# ---- design 1 ----
Figure 1. Signal wires by layer (design 1).
Bar = 20 um.
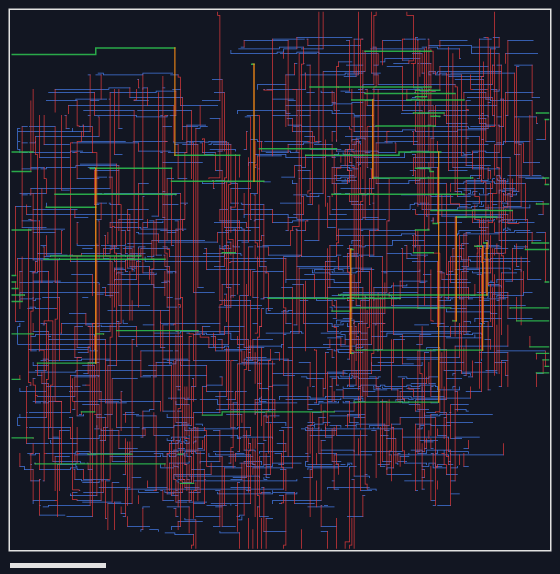

### src/rtl/spi_pkg.sv
// rtl/spi_pkg.sv - shared byte width and sequencer state type for spi_xfer_queue
package spi_pkg;
  localparam int BYTE_W = 8;

  typedef enum logic [2:0] {
    IDLE,
    LOAD,
    START,
    WAIT_DONE,
    GAP
  } state_t;
endpackage

### src/rtl/spi_xfer_queue_if.sv
// rtl/spi_xfer_queue_if.sv - host byte streams plus spi_master start/done handshake
interface spi_xfer_queue_if #(
  parameter int DEPTH = 8
);
  import spi_pkg::*;
  localparam int LW = $clog2(DEPTH) + 1;

  logic [BYTE_W-1:0] tx_data;
  logic              tx_valid;
  logic              tx_ready;
  logic [BYTE_W-1:0] rx_data;
  logic              rx_valid;
  logic              rx_ready;
  logic              start;
  logic [BYTE_W-1:0] wr_data;
  logic [BYTE_W-1:0] rd_data;
  logic              done;
  logic              busy;
  logic [LW-1:0]     tx_level;
  logic [LW-1:0]     rx_level;
  logic              timeout_err;

  modport master (
    output tx_data, tx_valid, rx_ready, rd_data, done,
    input  tx_ready, rx_data, rx_valid, start, wr_data, busy, tx_level, rx_level, timeout_err
  );

  modport slave (
    input  tx_data, tx_valid, rx_ready, rd_data, done,
    output tx_ready, rx_data, rx_valid, start, wr_data, busy, tx_level, rx_level, timeout_err
  );
endinterface

### src/rtl/spi_sync_fifo.sv
// rtl/spi_sync_fifo.sv - synchronous FIFO with wrap-bit pointers, first-word fall-through
module spi_sync_fifo #(
  parameter int WIDTH = 8,
  parameter int DEPTH = 8
) (
  input  logic                   clk,
  input  logic                   rst,
  input  logic                   push,
  input  logic                   pop,
  input  logic [WIDTH-1:0]       din,
  output logic [WIDTH-1:0]       dout,
  output logic                   full,
  output logic                   empty,
  output logic [$clog2(DEPTH):0] level
);
  localparam int AW = $clog2(DEPTH);

  logic [WIDTH-1:0] mem [DEPTH];
  logic [AW:0]      wr_ptr;
  logic [AW:0]      rd_ptr;
  logic             do_push;
  logic             do_pop;

  // Pointers carry one extra wrap bit so full and empty are distinguishable.
  assign full    = (wr_ptr[AW] != rd_ptr[AW]) && (wr_ptr[AW-1:0] == rd_ptr[AW-1:0]);
  assign empty   = (wr_ptr == rd_ptr);
  assign level   = wr_ptr - rd_ptr;
  assign do_push = push & ~full;
  assign do_pop  = pop & ~empty;
  assign dout    = mem[rd_ptr[AW-1:0]];

  always_ff @(posedge clk or posedge rst) begin
    if (rst) begin
      wr_ptr <= '0;
      rd_ptr <= '0;
    end else begin
      if (do_push) wr_ptr <= wr_ptr + 1'b1;
      if (do_pop)  rd_ptr <= rd_ptr + 1'b1;
    end
  end

  always_ff @(posedge clk) begin
    if (do_push) mem[wr_ptr[AW-1:0]] <= din;
  end
endmodule

### src/rtl/spi_xfer_queue.sv
// rtl/spi_xfer_queue.sv - queues host bytes into one spi_master transfer each, collects replies
module spi_xfer_queue
  import spi_pkg::*;
#(
  parameter int DEPTH      = 8,
  parameter int GAP_CYCLES = 2,
  parameter int TIMEOUT    = 1024
) (
  input logic             clk,
  input logic             rst,
  spi_xfer_queue_if.slave bus
);
  localparam int LW = $clog2(DEPTH) + 1;
  localparam int TW = $clog2(TIMEOUT + 1);
  localparam int GW = $clog2(GAP_CYCLES + 1);

  state_t            state, next_state;
  logic [TW-1:0]     timer;
  logic [GW-1:0]     gap_cnt;
  logic [BYTE_W-1:0] wr_data_q;
  logic [BYTE_W-1:0] tx_dout;
  logic [BYTE_W-1:0] rx_dout;
  logic [LW-1:0]     tx_level;
  logic [LW-1:0]     rx_level;
  logic              tx_full, tx_empty, rx_full, rx_empty;
  logic              tx_push, tx_pop, rx_push, rx_pop;
  logic              start_pulse;
  logic              timeout_hit;
  logic              timeout_err_q;

  assign tx_push     = bus.tx_valid & ~tx_full;
  assign rx_pop      = bus.rx_ready & ~rx_empty;
  assign timeout_hit = (state == WAIT_DONE) && !bus.done && (timer == TW'(TIMEOUT - 1));

  spi_sync_fifo #(.WIDTH(BYTE_W), .DEPTH(DEPTH)) u_tx_fifo (
    .clk(clk), .rst(rst), .push(tx_push), .pop(tx_pop), .din(bus.tx_data),
    .dout(tx_dout), .full(tx_full), .empty(tx_empty), .level(tx_level)
  );

  spi_sync_fifo #(.WIDTH(BYTE_W), .DEPTH(DEPTH)) u_rx_fifo (
    .clk(clk), .rst(rst), .push(rx_push), .pop(rx_pop), .din(bus.rd_data),
    .dout(rx_dout), .full(rx_full), .empty(rx_empty), .level(rx_level)
  );

  always_ff @(posedge clk or posedge rst) begin
    if (rst) state <= IDLE;
    else     state <= next_state;
  end

  // Launch only when RX has room, so the reply push in WAIT_DONE can never overflow.
  always_comb begin
    next_state = state;
    case (state)
      IDLE:      if (!tx_empty && !rx_full) next_state = LOAD;
      LOAD:      next_state = START;
      START:     next_state = WAIT_DONE;
      WAIT_DONE: if (bus.done || timeout_hit) next_state = GAP;
      GAP:       if (gap_cnt == GW'(GAP_CYCLES - 1)) next_state = IDLE;
      default:   next_state = IDLE;
    endcase
  end

  always_comb begin
    tx_pop      = 1'b0;
    rx_push     = 1'b0;
    start_pulse = 1'b0;
    case (state)
      LOAD:      tx_pop = 1'b1;
      START:     start_pulse = 1'b1;
      WAIT_DONE: rx_push = bus.done;
      default:   ;
    endcase
  end

  // Timer is zero in START and counts through WAIT_DONE, so a done with timer == TIMEOUT-1 still wins.
  always_ff @(posedge clk or posedge rst) begin
    if (rst) begin
      wr_data_q     <= '0;
      timer         <= '0;
      gap_cnt       <= '0;
      timeout_err_q <= 1'b0;
    end else begin
      if (tx_pop) wr_data_q <= tx_dout;
      timer   <= (state == START || state == WAIT_DONE) ? timer + 1'b1 : '0;
      gap_cnt <= (state == GAP) ? gap_cnt + 1'b1 : '0;
      if (timeout_hit) timeout_err_q <= 1'b1;
    end
  end

  assign bus.tx_ready    = ~tx_full;
  assign bus.rx_data     = rx_dout;
  assign bus.rx_valid    = ~rx_empty;
  assign bus.start       = start_pulse;
  assign bus.wr_data     = wr_data_q;
  assign bus.busy        = (state != IDLE) | ~tx_empty;
  assign bus.tx_level    = tx_level;
  assign bus.rx_level    = rx_level;
  assign bus.timeout_err = timeout_err_q;
endmodule

### src/flat_wrapper.sv
// flat-port wrapper written by rule: the top's interface ports become plain ports
module spi_xfer_queue_flat import spi_pkg::*;
#(
  parameter int DEPTH      = 8,
  parameter int GAP_CYCLES = 2,
  parameter int TIMEOUT    = 1024
)
  (clk, rst, bus_tx_data, bus_tx_valid, bus_rx_ready, bus_rd_data, bus_done, bus_tx_ready, bus_rx_data, bus_rx_valid, bus_start, bus_wr_data, bus_busy, bus_tx_level, bus_rx_level, bus_timeout_err);
  spi_xfer_queue_if #(.DEPTH(DEPTH)) bus_i ();
  input logic clk;
  input logic rst;
  input wire logic [$bits(bus_i.tx_data)-1:0] bus_tx_data;
  input wire logic [$bits(bus_i.tx_valid)-1:0] bus_tx_valid;
  input wire logic [$bits(bus_i.rx_ready)-1:0] bus_rx_ready;
  input wire logic [$bits(bus_i.rd_data)-1:0] bus_rd_data;
  input wire logic [$bits(bus_i.done)-1:0] bus_done;
  output wire logic [$bits(bus_i.tx_ready)-1:0] bus_tx_ready;
  output wire logic [$bits(bus_i.rx_data)-1:0] bus_rx_data;
  output wire logic [$bits(bus_i.rx_valid)-1:0] bus_rx_valid;
  output wire logic [$bits(bus_i.start)-1:0] bus_start;
  output wire logic [$bits(bus_i.wr_data)-1:0] bus_wr_data;
  output wire logic [$bits(bus_i.busy)-1:0] bus_busy;
  output wire logic [$bits(bus_i.tx_level)-1:0] bus_tx_level;
  output wire logic [$bits(bus_i.rx_level)-1:0] bus_rx_level;
  output wire logic [$bits(bus_i.timeout_err)-1:0] bus_timeout_err;
  assign bus_i.tx_data = bus_tx_data;
  assign bus_i.tx_valid = bus_tx_valid;
  assign bus_i.rx_ready = bus_rx_ready;
  assign bus_i.rd_data = bus_rd_data;
  assign bus_i.done = bus_done;
  assign bus_tx_ready = bus_i.tx_ready;
  assign bus_rx_data = bus_i.rx_data;
  assign bus_rx_valid = bus_i.rx_valid;
  assign bus_start = bus_i.start;
  assign bus_wr_data = bus_i.wr_data;
  assign bus_busy = bus_i.busy;
  assign bus_tx_level = bus_i.tx_level;
  assign bus_rx_level = bus_i.rx_level;
  assign bus_timeout_err = bus_i.timeout_err;
  spi_xfer_queue #(.DEPTH(DEPTH), .GAP_CYCLES(GAP_CYCLES), .TIMEOUT(TIMEOUT)) u_core (.clk(clk), .rst(rst), .bus(bus_i));
endmodule
### config.mk
export PLATFORM = sky130hd
export DESIGN_NAME = spi_xfer_queue_flat
export DESIGN_NICKNAME = d
export VERILOG_FILES = /design/src/rtl/spi_pkg.sv /design/src/rtl/spi_xfer_queue_if.sv /design/src/rtl/spi_sync_fifo.sv /design/src/rtl/spi_xfer_queue.sv /design/src/flat_wrapper.sv
export SDC_FILE = /design/constraint.sdc
export NUM_CORES = 1
export LEC_CHECK = 0
export CAP_MARGIN = 10
export CORE_MARGIN = 1.5
export CORE_UTILIZATION = 58
export CTS_CLUSTER_SIZE = 16
export DETAILED_ROUTE_END_ITERATION = 8
export MAX_ROUTING_LAYER = met4
export PLACE_DENSITY = 0.82
export SYNTH_ARGS = -nofsm -noshare
export SYNTH_HDL_FRONTEND = slang
export SYNTH_SLANG_ARGS = --single-unit
### constraint.sdc
create_clock -name clk -period 3.3 [get_ports clk]
set_input_delay 0.66 -clock clk [delete_from_list [all_inputs] [get_ports clk]]
set_output_delay 0.66 -clock clk [all_outputs]
set_load 0.1 [all_outputs]
# ---- design 2 ----
===== config.mk =====
export PLATFORM = sky130hd
export DESIGN_NAME = vscr_access_ctrl
export DESIGN_NICKNAME = d
export VERILOG_FILES = /design/src/rtl/vscr_pkg.sv /design/src/rtl/vscr_wb_hold.sv /design/src/rtl/vscr_access_ctrl.sv
export SDC_FILE = /design/constraint.sdc
export NUM_CORES = 1
export LEC_CHECK = 0
export ABC_AREA = 1
export CORE_AREA = 2 2 137 139
export CTS_CLUSTER_DIAMETER = 50
export DETAILED_ROUTE_END_ITERATION = 12
export DIE_AREA = 0 0 139 141
export PLACE_DENSITY_LB_ADDON = 0.05
export RECOVER_POWER = 50
export SLEW_MARGIN = 20
export SYNTH_ARGS = -nofsm -noshare
export SYNTH_HDL_FRONTEND = slang
export SYNTH_SLANG_ARGS = --single-unit

===== constraint.sdc =====
create_clock -name clk -period 1.6 [get_ports clk]
set_input_delay 0.16 -clock clk [delete_from_list [all_inputs] [get_ports clk]]
set_output_delay 0.16 -clock clk [all_outputs]
set_load 0.03 [all_outputs]

===== src/rtl/vscr_pkg.sv =====
// Shared types and constants for the VSCR access controller.
// Build option: VSCR_MTVSCR_MASK_EN restricts mtvscr writes to the architected NJ and SAT bits.
package vscr_pkg;

   typedef enum logic [2:0] {
      IDLE,
      RD_REQ,
      RD_WAIT,
      WB,
      WR_REQ
   } vscr_state_e;

   // Bit positions use big-endian numbering, so bit 31 is the LSB of the word.
   localparam int VSCR_NJ_BIT  = 15;
   localparam int VSCR_SAT_BIT = 31;
   localparam logic [31:0] VSCR_WR_MASK = (32'h1 << (31 - VSCR_NJ_BIT)) |
                                          (32'h1 << (31 - VSCR_SAT_BIT));

`ifdef VSCR_MTVSCR_MASK_EN
   localparam bit VSCR_MASK_EN = 1'b1;
`else
   localparam bit VSCR_MASK_EN = 1'b0;
`endif

   function automatic logic [31:0] vscr_wr_word(input logic [31:0] w);
      return VSCR_MASK_EN ? (w & VSCR_WR_MASK) : w;
   endfunction

endpackage


===== src/rtl/vscr_wb_hold.sv =====
// Writeback hold register: data/address stay stable while valid is high, cleared on valid&ready or drop.
// One-cycle load-to-valid; ready only affects the registered valid, never combinationally.
module vscr_wb_hold #(
   parameter int VR_W = 128
) (
   input  logic            clk,
   input  logic            rst,
   input  logic            load,
   input  logic [4:0]      load_addr,
   input  logic [VR_W-1:0] load_data,
   input  logic            drop,
   output logic            rf_wr_valid,
   input  logic            rf_wr_ready,
   output logic [4:0]      rf_wr_addr,
   output logic [VR_W-1:0] rf_wr_data
);

   logic            valid_q, valid_d;
   logic [4:0]      addr_q, addr_d;
   logic [VR_W-1:0] data_q, data_d;

   always_comb begin
      valid_d = valid_q;
      addr_d  = addr_q;
      data_d  = data_q;
      if (load) begin
         valid_d = 1'b1;
         addr_d  = load_addr;
         data_d  = load_data;
      end else if (drop || (valid_q && rf_wr_ready)) begin
         valid_d = 1'b0;
      end
   end

   always_ff @(posedge clk) begin
      if (rst) begin
         valid_q <= 1'b0;
         addr_q  <= '0;
         data_q  <= '0;
      end else begin
         valid_q <= valid_d;
         addr_q  <= addr_d;
         data_q  <= data_d;
      end
   end

   assign rf_wr_valid = valid_q;
   assign rf_wr_addr  = addr_q;
   assign rf_wr_data  = data_q;

endmodule


===== src/rtl/vscr_access_ctrl.sv =====
// VSCR initiator: serialises mfvscr/mtvscr against SAT updates; mfvscr result to the RF in 3 cycles, mtvscr pulse in 1.
// Holds off dispatch (op_ready) while busy; watchdog abandons any wait after WAIT_LIMIT cycles and sets sticky err.
module vscr_access_ctrl
   import vscr_pkg::*;
#(
   parameter int VR_W       = 128,
   parameter int VSCR_W     = 32,
   parameter int WAIT_LIMIT = 255
) (
   input  logic              clk,
   input  logic              rst,
   input  logic              op_valid,
   output logic              op_ready,
   input  logic              op_is_mt,
   input  logic [4:0]        op_vrt,
   input  logic [VR_W-1:0]   op_vrb,
   input  logic              sat_inflight,
   input  logic              pu_sat_en,
   input  logic              valu_sat_en,
   output logic              vscr_rd_en,
   output logic [4:0]        vscr_rd_tgt,
   output logic              vscr_wr_en,
   output logic [VSCR_W-1:0] vscr_wr_data,
   input  logic              vscr_rsp_en,
   input  logic [4:0]        vscr_rsp_tgt,
   input  logic [VSCR_W-1:0] vscr_rsp_data,
   output logic              rf_wr_valid,
   input  logic              rf_wr_ready,
   output logic [4:0]        rf_wr_addr,
   output logic [VR_W-1:0]   rf_wr_data,
   output logic              err
);

   localparam int CNT_W = $clog2(WAIT_LIMIT + 1);

   vscr_state_e       state_q, state_d;
   logic [CNT_W-1:0]  cnt_q, cnt_d;
   logic [4:0]        vrt_q, vrt_d;
   logic [VSCR_W-1:0] word_q, word_d;
   logic              err_q, err_d;
   logic              quiet, timeout, wb_load, wb_drop;
   logic              unused_vrb;

   assign unused_vrb = ^op_vrb[VR_W-1:VSCR_W];
   assign quiet      = ~sat_inflight & ~pu_sat_en & ~valu_sat_en;
   assign timeout    = (cnt_q == CNT_W'(WAIT_LIMIT));

   always_ff @(posedge clk) begin
      if (rst) begin
         state_q <= IDLE;
         cnt_q   <= '0;
         vrt_q   <= '0;
         word_q  <= '0;
         err_q   <= 1'b0;
      end else begin
         state_q <= state_d;
         cnt_q   <= cnt_d;
         vrt_q   <= vrt_d;
         word_q  <= word_d;
         err_q   <= err_d;
      end
   end

   // Counter defaults to zero, so any state change clears it.
   always_comb begin
      state_d = state_q;
      cnt_d   = '0;
      vrt_d   = vrt_q;
      word_d  = word_q;
      err_d   = err_q;
      wb_load = 1'b0;
      wb_drop = 1'b0;
      case (state_q)
         IDLE: begin
            if (op_valid) begin
               vrt_d   = op_vrt;
               word_d  = vscr_wr_word(op_vrb[VSCR_W-1:0]);
               state_d = op_is_mt ? WR_REQ : RD_REQ;
            end
         end
         RD_REQ, WR_REQ: begin
            if (quiet) begin
               state_d = (state_q == RD_REQ) ? RD_WAIT : IDLE;
            end else if (timeout) begin
               err_d   = 1'b1;
               state_d = IDLE;
            end else begin
               cnt_d = cnt_q + 1'b1;
            end
         end
         RD_WAIT: begin
            if (vscr_rsp_en && (vscr_rsp_tgt == vrt_q)) begin
               wb_load = 1'b1;
               state_d = WB;
            end else begin
               err_d   = 1'b1;
               state_d = IDLE;
            end
         end
         WB: begin
            if (rf_wr_ready) begin
               state_d = IDLE;
            end else if (timeout) begin
               err_d   = 1'b1;
               wb_drop = 1'b1;
               state_d = IDLE;
            end else begin
               cnt_d = cnt_q + 1'b1;
            end
         end
         default: state_d = IDLE;
      endcase
   end

   always_comb begin
      op_ready     = (state_q == IDLE);
      vscr_rd_en   = (state_q == RD_REQ) && quiet;
      vscr_wr_en   = (state_q == WR_REQ) && quiet;
      vscr_rd_tgt  = vscr_rd_en ? vrt_q : '0;
      vscr_wr_data = vscr_wr_en ? word_q : '0;
      err          = err_q;
   end

   vscr_wb_hold #(
      .VR_W(VR_W)
   ) u_wb_hold (
      .clk         (clk),
      .rst         (rst),
      .load        (wb_load),
      .load_addr   (vrt_q),
      .load_data   ({{(VR_W-VSCR_W){1'b0}}, vscr_rsp_data}),
      .drop        (wb_drop),
      .rf_wr_valid (rf_wr_valid),
      .rf_wr_ready (rf_wr_ready),
      .rf_wr_addr  (rf_wr_addr),
      .rf_wr_data  (rf_wr_data)
   );

endmodule


Figure 2. Clock nets (design 1).
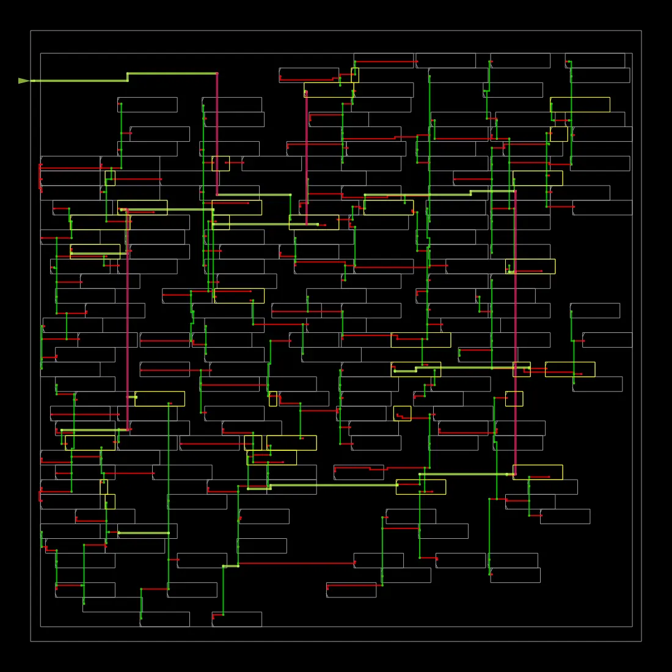
Worst Clk Skew: 0.009245 ns
total clock sinks: 169

About Figure 1:
- red: met2 (wire length 7240 um)
- blue: met1 (wire length 5260 um)
- green: met3 (wire length 707 um)
- orange: met4 (wire length 233 um)
Vias: 3763
Overall Global Routing Usage: 23.73%
Avg WL per Cell: 20.90 um
drt total wl: 13.44 mm

==> results_slide.txt, design 1 <==
Physical Implementation Snapshot

Run status
  • Status: finished, final reports clean

Critical path
  • WP depth: 5
  • Kind of cell adding the most delay to the critical path: flip-flops

Placed design
  • Place WS: around 0.51 ns
  • Area after DPL: between 7000 and 8000 sq um

Timing
  • Fmax: around 330 MHz

Clock network
  • Post-CTS setup buffer count: 0

Flow run
  • Number of warnings in the stage logs: 26

Yosys
  • Yosys xor share: 3.209%
  • Simple share: under 10%
  • Yosys warning total: 0
  • Synth logic family: multiplexers

Finish
  • Final nets: roughly 520
  • Multi-input combinational area share: roughly 24%

Hold path
  • Min-delay worst type: reg -> reg
  • Hold path cells: 1

Floorplanning
  • Die Width: approximately 110 um
  • DIE AREA: roughly 13000 sq um
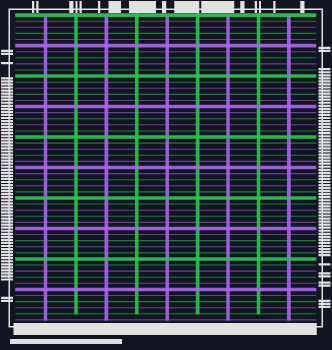
Figure 3: design 2, supply network.
Bar = 50 um. Pins as bars on the die edge.
- green: VDD
- purple: VSS
- signal pins: 354
- met1 rails: 51
- met4 straps: 9
- rows: 50
- met5 straps: 10
Die Width: 139 um
core footprint: 18270 sq um

==> results_slide.txt, design 2 <==
Physical Implementation Snapshot

Timing
  • Final hold slack: 0.4107 ns
  • Fmax: 607.1 MHz
  • Final setup viols: 32
  • Setup slack after layout: -0.04711 ns

Critical path
  • Worst setup EP type: output pin

Global routing
  • Met2 Track Usage GR: a little under a fifth
  • Overall Global Routing Usage: approximately an eighth
  • Largest net degree at the start of global routing: 59

Detailed routing
  • # DRC: 0

Clock network
  • Post-CTS setup buffer count: 3
  • Cts repair resizes: roughly 58

Yosys
  • Yosys stat cell total: slightly below 600
  • Top cells by count: nor2_1, buf_4, dfxtp_1
  • Main flop type: dfxtp_1
  • Synth logic family: buffers and inverters

Finish
  • Flop count: just under 90
  • Clock-cell share: between 3 and 4%

Hold path
  • Hold path cells: 3

Floorplanning
  • Tap cell instance count: ~230
  • DIE AREA: around 20000 sq um

Flow run
  • Number of warnings in the stage logs: 125

Run status
  • Failing checks: negative setup slack
  • Status: finished with violations

==> layout pictures side by side <==
Clock wires, drivers and flops.
(a)
Bar = 50 um.
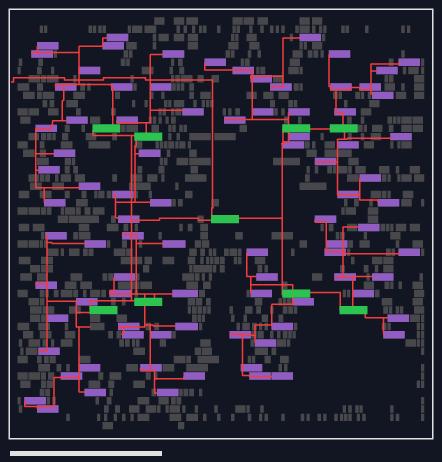
(b)
Bar = 20 um.
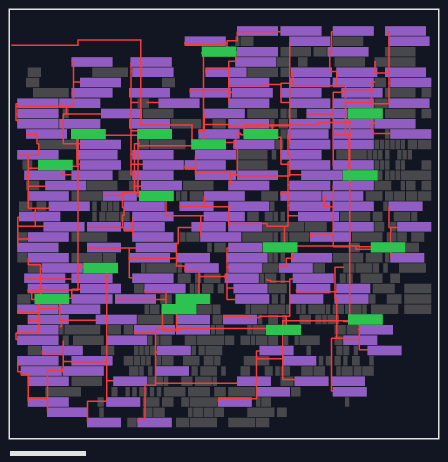
(b) comes from design 1.
(a) comes from design 2.

Key to (b):
- green: cells driving clock nets (count 17)
- purple: flip-flops (count 169)
- red: clock wires (length 1760 um)
- routed clock nets: 18
- flops lie: all over the die


# ---- design 3 ----
Figure 4. Cells colored by class (design 3).
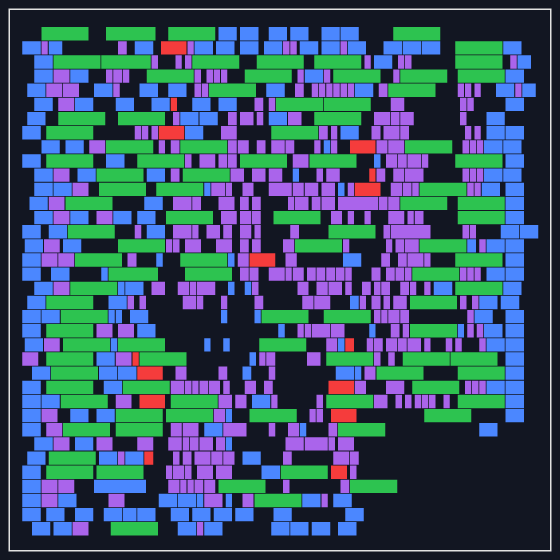
Figure 5. Signal wires by layer (design 3).
Bar = 20 um.
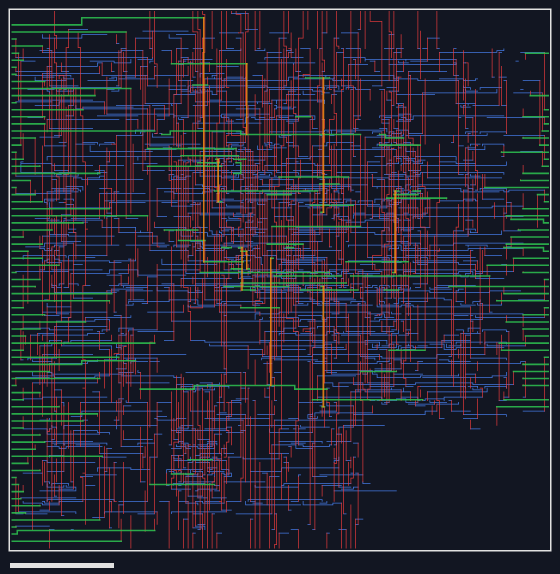
[config.mk]
export PLATFORM = sky130hd
export DESIGN_NAME = instr_fetch_unit
export DESIGN_NICKNAME = d
export VERILOG_FILES = /design/src/rtl/instr_fetch_unit.sv
export SDC_FILE = /design/constraint.sdc
export NUM_CORES = 1
export LEC_CHECK = 0
export CAP_MARGIN = 20
export CORE_MARGIN = 2
export CORE_UTILIZATION = 45
export CTS_BUF_LIST = sky130_fd_sc_hd__clkbuf_8 sky130_fd_sc_hd__clkbuf_16
export DETAILED_ROUTE_END_ITERATION = 8
export GPL_TIMING_DRIVEN = 0
export PLACE_DENSITY = 0.82
export SKIP_LAST_GASP = 1
export SLEW_MARGIN = 20
export SYNTH_ARGS = -nofsm -noshare
export SYNTH_HDL_FRONTEND = slang
export SYNTH_SLANG_ARGS = --single-unit
[constraint.sdc]
create_clock -name clk -period 6.2 [get_ports clk]
set_input_delay 0.93 -clock clk [delete_from_list [all_inputs] [get_ports clk]]
set_output_delay 0.93 -clock clk [all_outputs]
set_load 0.01 [all_outputs]
[src/rtl/instr_fetch_unit.sv]
// Fetch stage: owns the PC, issues one word-aligned request at a time, and holds the returned word for decode.
// Optional misaligned-redirect trap is enabled with `define FETCH_MISALIGN_CHK_EN.
module instr_fetch_unit #(
  parameter logic [31:0] RESET_PC  = 32'h0000_0000,
  parameter logic [31:0] NOP_INSTR = 32'h0000_0013
) (
  input  logic        clk,
  input  logic        rst,
  input  logic        redirect_valid,
  input  logic [31:0] redirect_pc,
  output logic        imem_req_valid,
  output logic [31:0] imem_req_addr,
  input  logic        imem_req_ready,
  input  logic        imem_rsp_valid,
  input  logic [31:0] imem_rsp_data,
  output logic [31:0] instruction,
  output logic [31:0] instr_pc,
  output logic        instr_valid,
  input  logic        instr_ready,
  output logic        fetch_misaligned,
  output logic [2:0]  dbg_state
);

  // Handshakes: a request transfers when imem_req_valid && imem_req_ready on a rising edge;
  // the response is a single-cycle imem_rsp_valid strobe (no backpressure); decode takes the
  // held word when instr_valid && instr_ready, and the outputs stay frozen until then.
  typedef enum logic [2:0] {
    IDLE = 3'd0,
    REQ  = 3'd1,
    WAIT = 3'd2,
    FULL = 3'd3,
    DROP = 3'd4,
    TRAP = 3'd5
  } state_t;

  state_t      state;
  logic [31:0] pc;
  logic        trap_pend;
  logic [31:0] tgt;
  logic        tgt_bad;
  logic        in_flight;

`ifdef FETCH_MISALIGN_CHK_EN
  assign tgt     = redirect_pc;
  assign tgt_bad = |redirect_pc[1:0];
`else
  assign tgt     = redirect_pc & ~32'h0000_0003;
  assign tgt_bad = 1'b0;
`endif

  // A response is still owed by memory if one was accepted and not yet returned.
  assign in_flight = (state == WAIT) || (state == DROP) ||
                     ((state == REQ) && imem_req_ready);

  assign imem_req_valid = (state == REQ);
  assign imem_req_addr  = pc;
  assign dbg_state      = state;

  always_ff @(posedge clk or posedge rst) begin
    if (rst) begin
      state            <= IDLE;
      pc               <= RESET_PC;
      instruction      <= NOP_INSTR;
      instr_pc         <= RESET_PC;
      instr_valid      <= 1'b0;
      fetch_misaligned <= 1'b0;
      trap_pend        <= 1'b0;
    end else if (redirect_valid && (state != IDLE)) begin
      pc          <= tgt;
      instr_valid <= 1'b0;
      instruction <= NOP_INSTR;
      if (in_flight) begin
        // A misaligned target seen here only traps once the stale word is flushed.
        state            <= DROP;
        trap_pend        <= tgt_bad;
        fetch_misaligned <= 1'b0;
      end else if (tgt_bad) begin
        state            <= TRAP;
        trap_pend        <= 1'b0;
        fetch_misaligned <= 1'b1;
      end else begin
        state            <= REQ;
        trap_pend        <= 1'b0;
        fetch_misaligned <= 1'b0;
      end
    end else begin
      case (state)
        IDLE: state <= REQ;
        REQ: begin
          if (imem_req_ready) state <= WAIT;
        end
        WAIT: begin
          if (imem_rsp_valid) begin
            state       <= FULL;
            instruction <= imem_rsp_data;
            instr_pc    <= pc;
            pc          <= pc + 32'd4;
            instr_valid <= 1'b1;
          end
        end
        FULL: begin
          if (instr_ready) begin
            state       <= REQ;
            instr_valid <= 1'b0;
            instruction <= NOP_INSTR;
          end
        end
        DROP: begin
          if (imem_rsp_valid) begin
            if (trap_pend) begin
              state            <= TRAP;
              fetch_misaligned <= 1'b1;
              trap_pend        <= 1'b0;
            end else begin
              state <= REQ;
            end
          end
        end
        TRAP: state <= TRAP;
        default: state <= IDLE;
      endcase
    end
  end

endmodule

==> results_slide.txt <==
Physical Implementation Snapshot

Run status
  • Status: finished, final reports clean

Critical path
  • Worst setup EP type: register
  • Reg2reg path depth: 7
  • Worst EP arrival: 3.44 ns
  • CP max-delay cell: buf_1

Yosys
  • Post-synth ARST share: 100.0%
  • Distinct lib cells: around 50

Detailed routing
  • Metal-1 WL: 5.605 mm
  • # DRC: 0

Floorplanning
  • Initial Util: between 40 and 50%

Clock network
  • Post-CTS setup buffer count: 0

Timing
  • RSZ-0062 raised after global routing: no
  • Setup slack after layout: between 3 and 4 ns

Pwr
  • Seq pwr share: 43.4%
  • PD cells: around 360 nW/um^2
About Figure 4:
- blue: other buffers and delay cells (cells 202; share of their area 29%)
- red: clock drivers and dummy loads (cells 15; share of their area 2.4%)
- green: flip-flops (cells 97; share of their area 38%)
- purple: all other logic (cells 339; share of their area 30%)

About Figure 5:
- blue: met1 (wire length 5610 um)
- orange: met4 (wire length 169 um)
- green: met3 (wire length 1380 um)
- red: met2 (wire length 6550 um)


Power figures rest on the tool's default switching activity, not on a simulated workload.
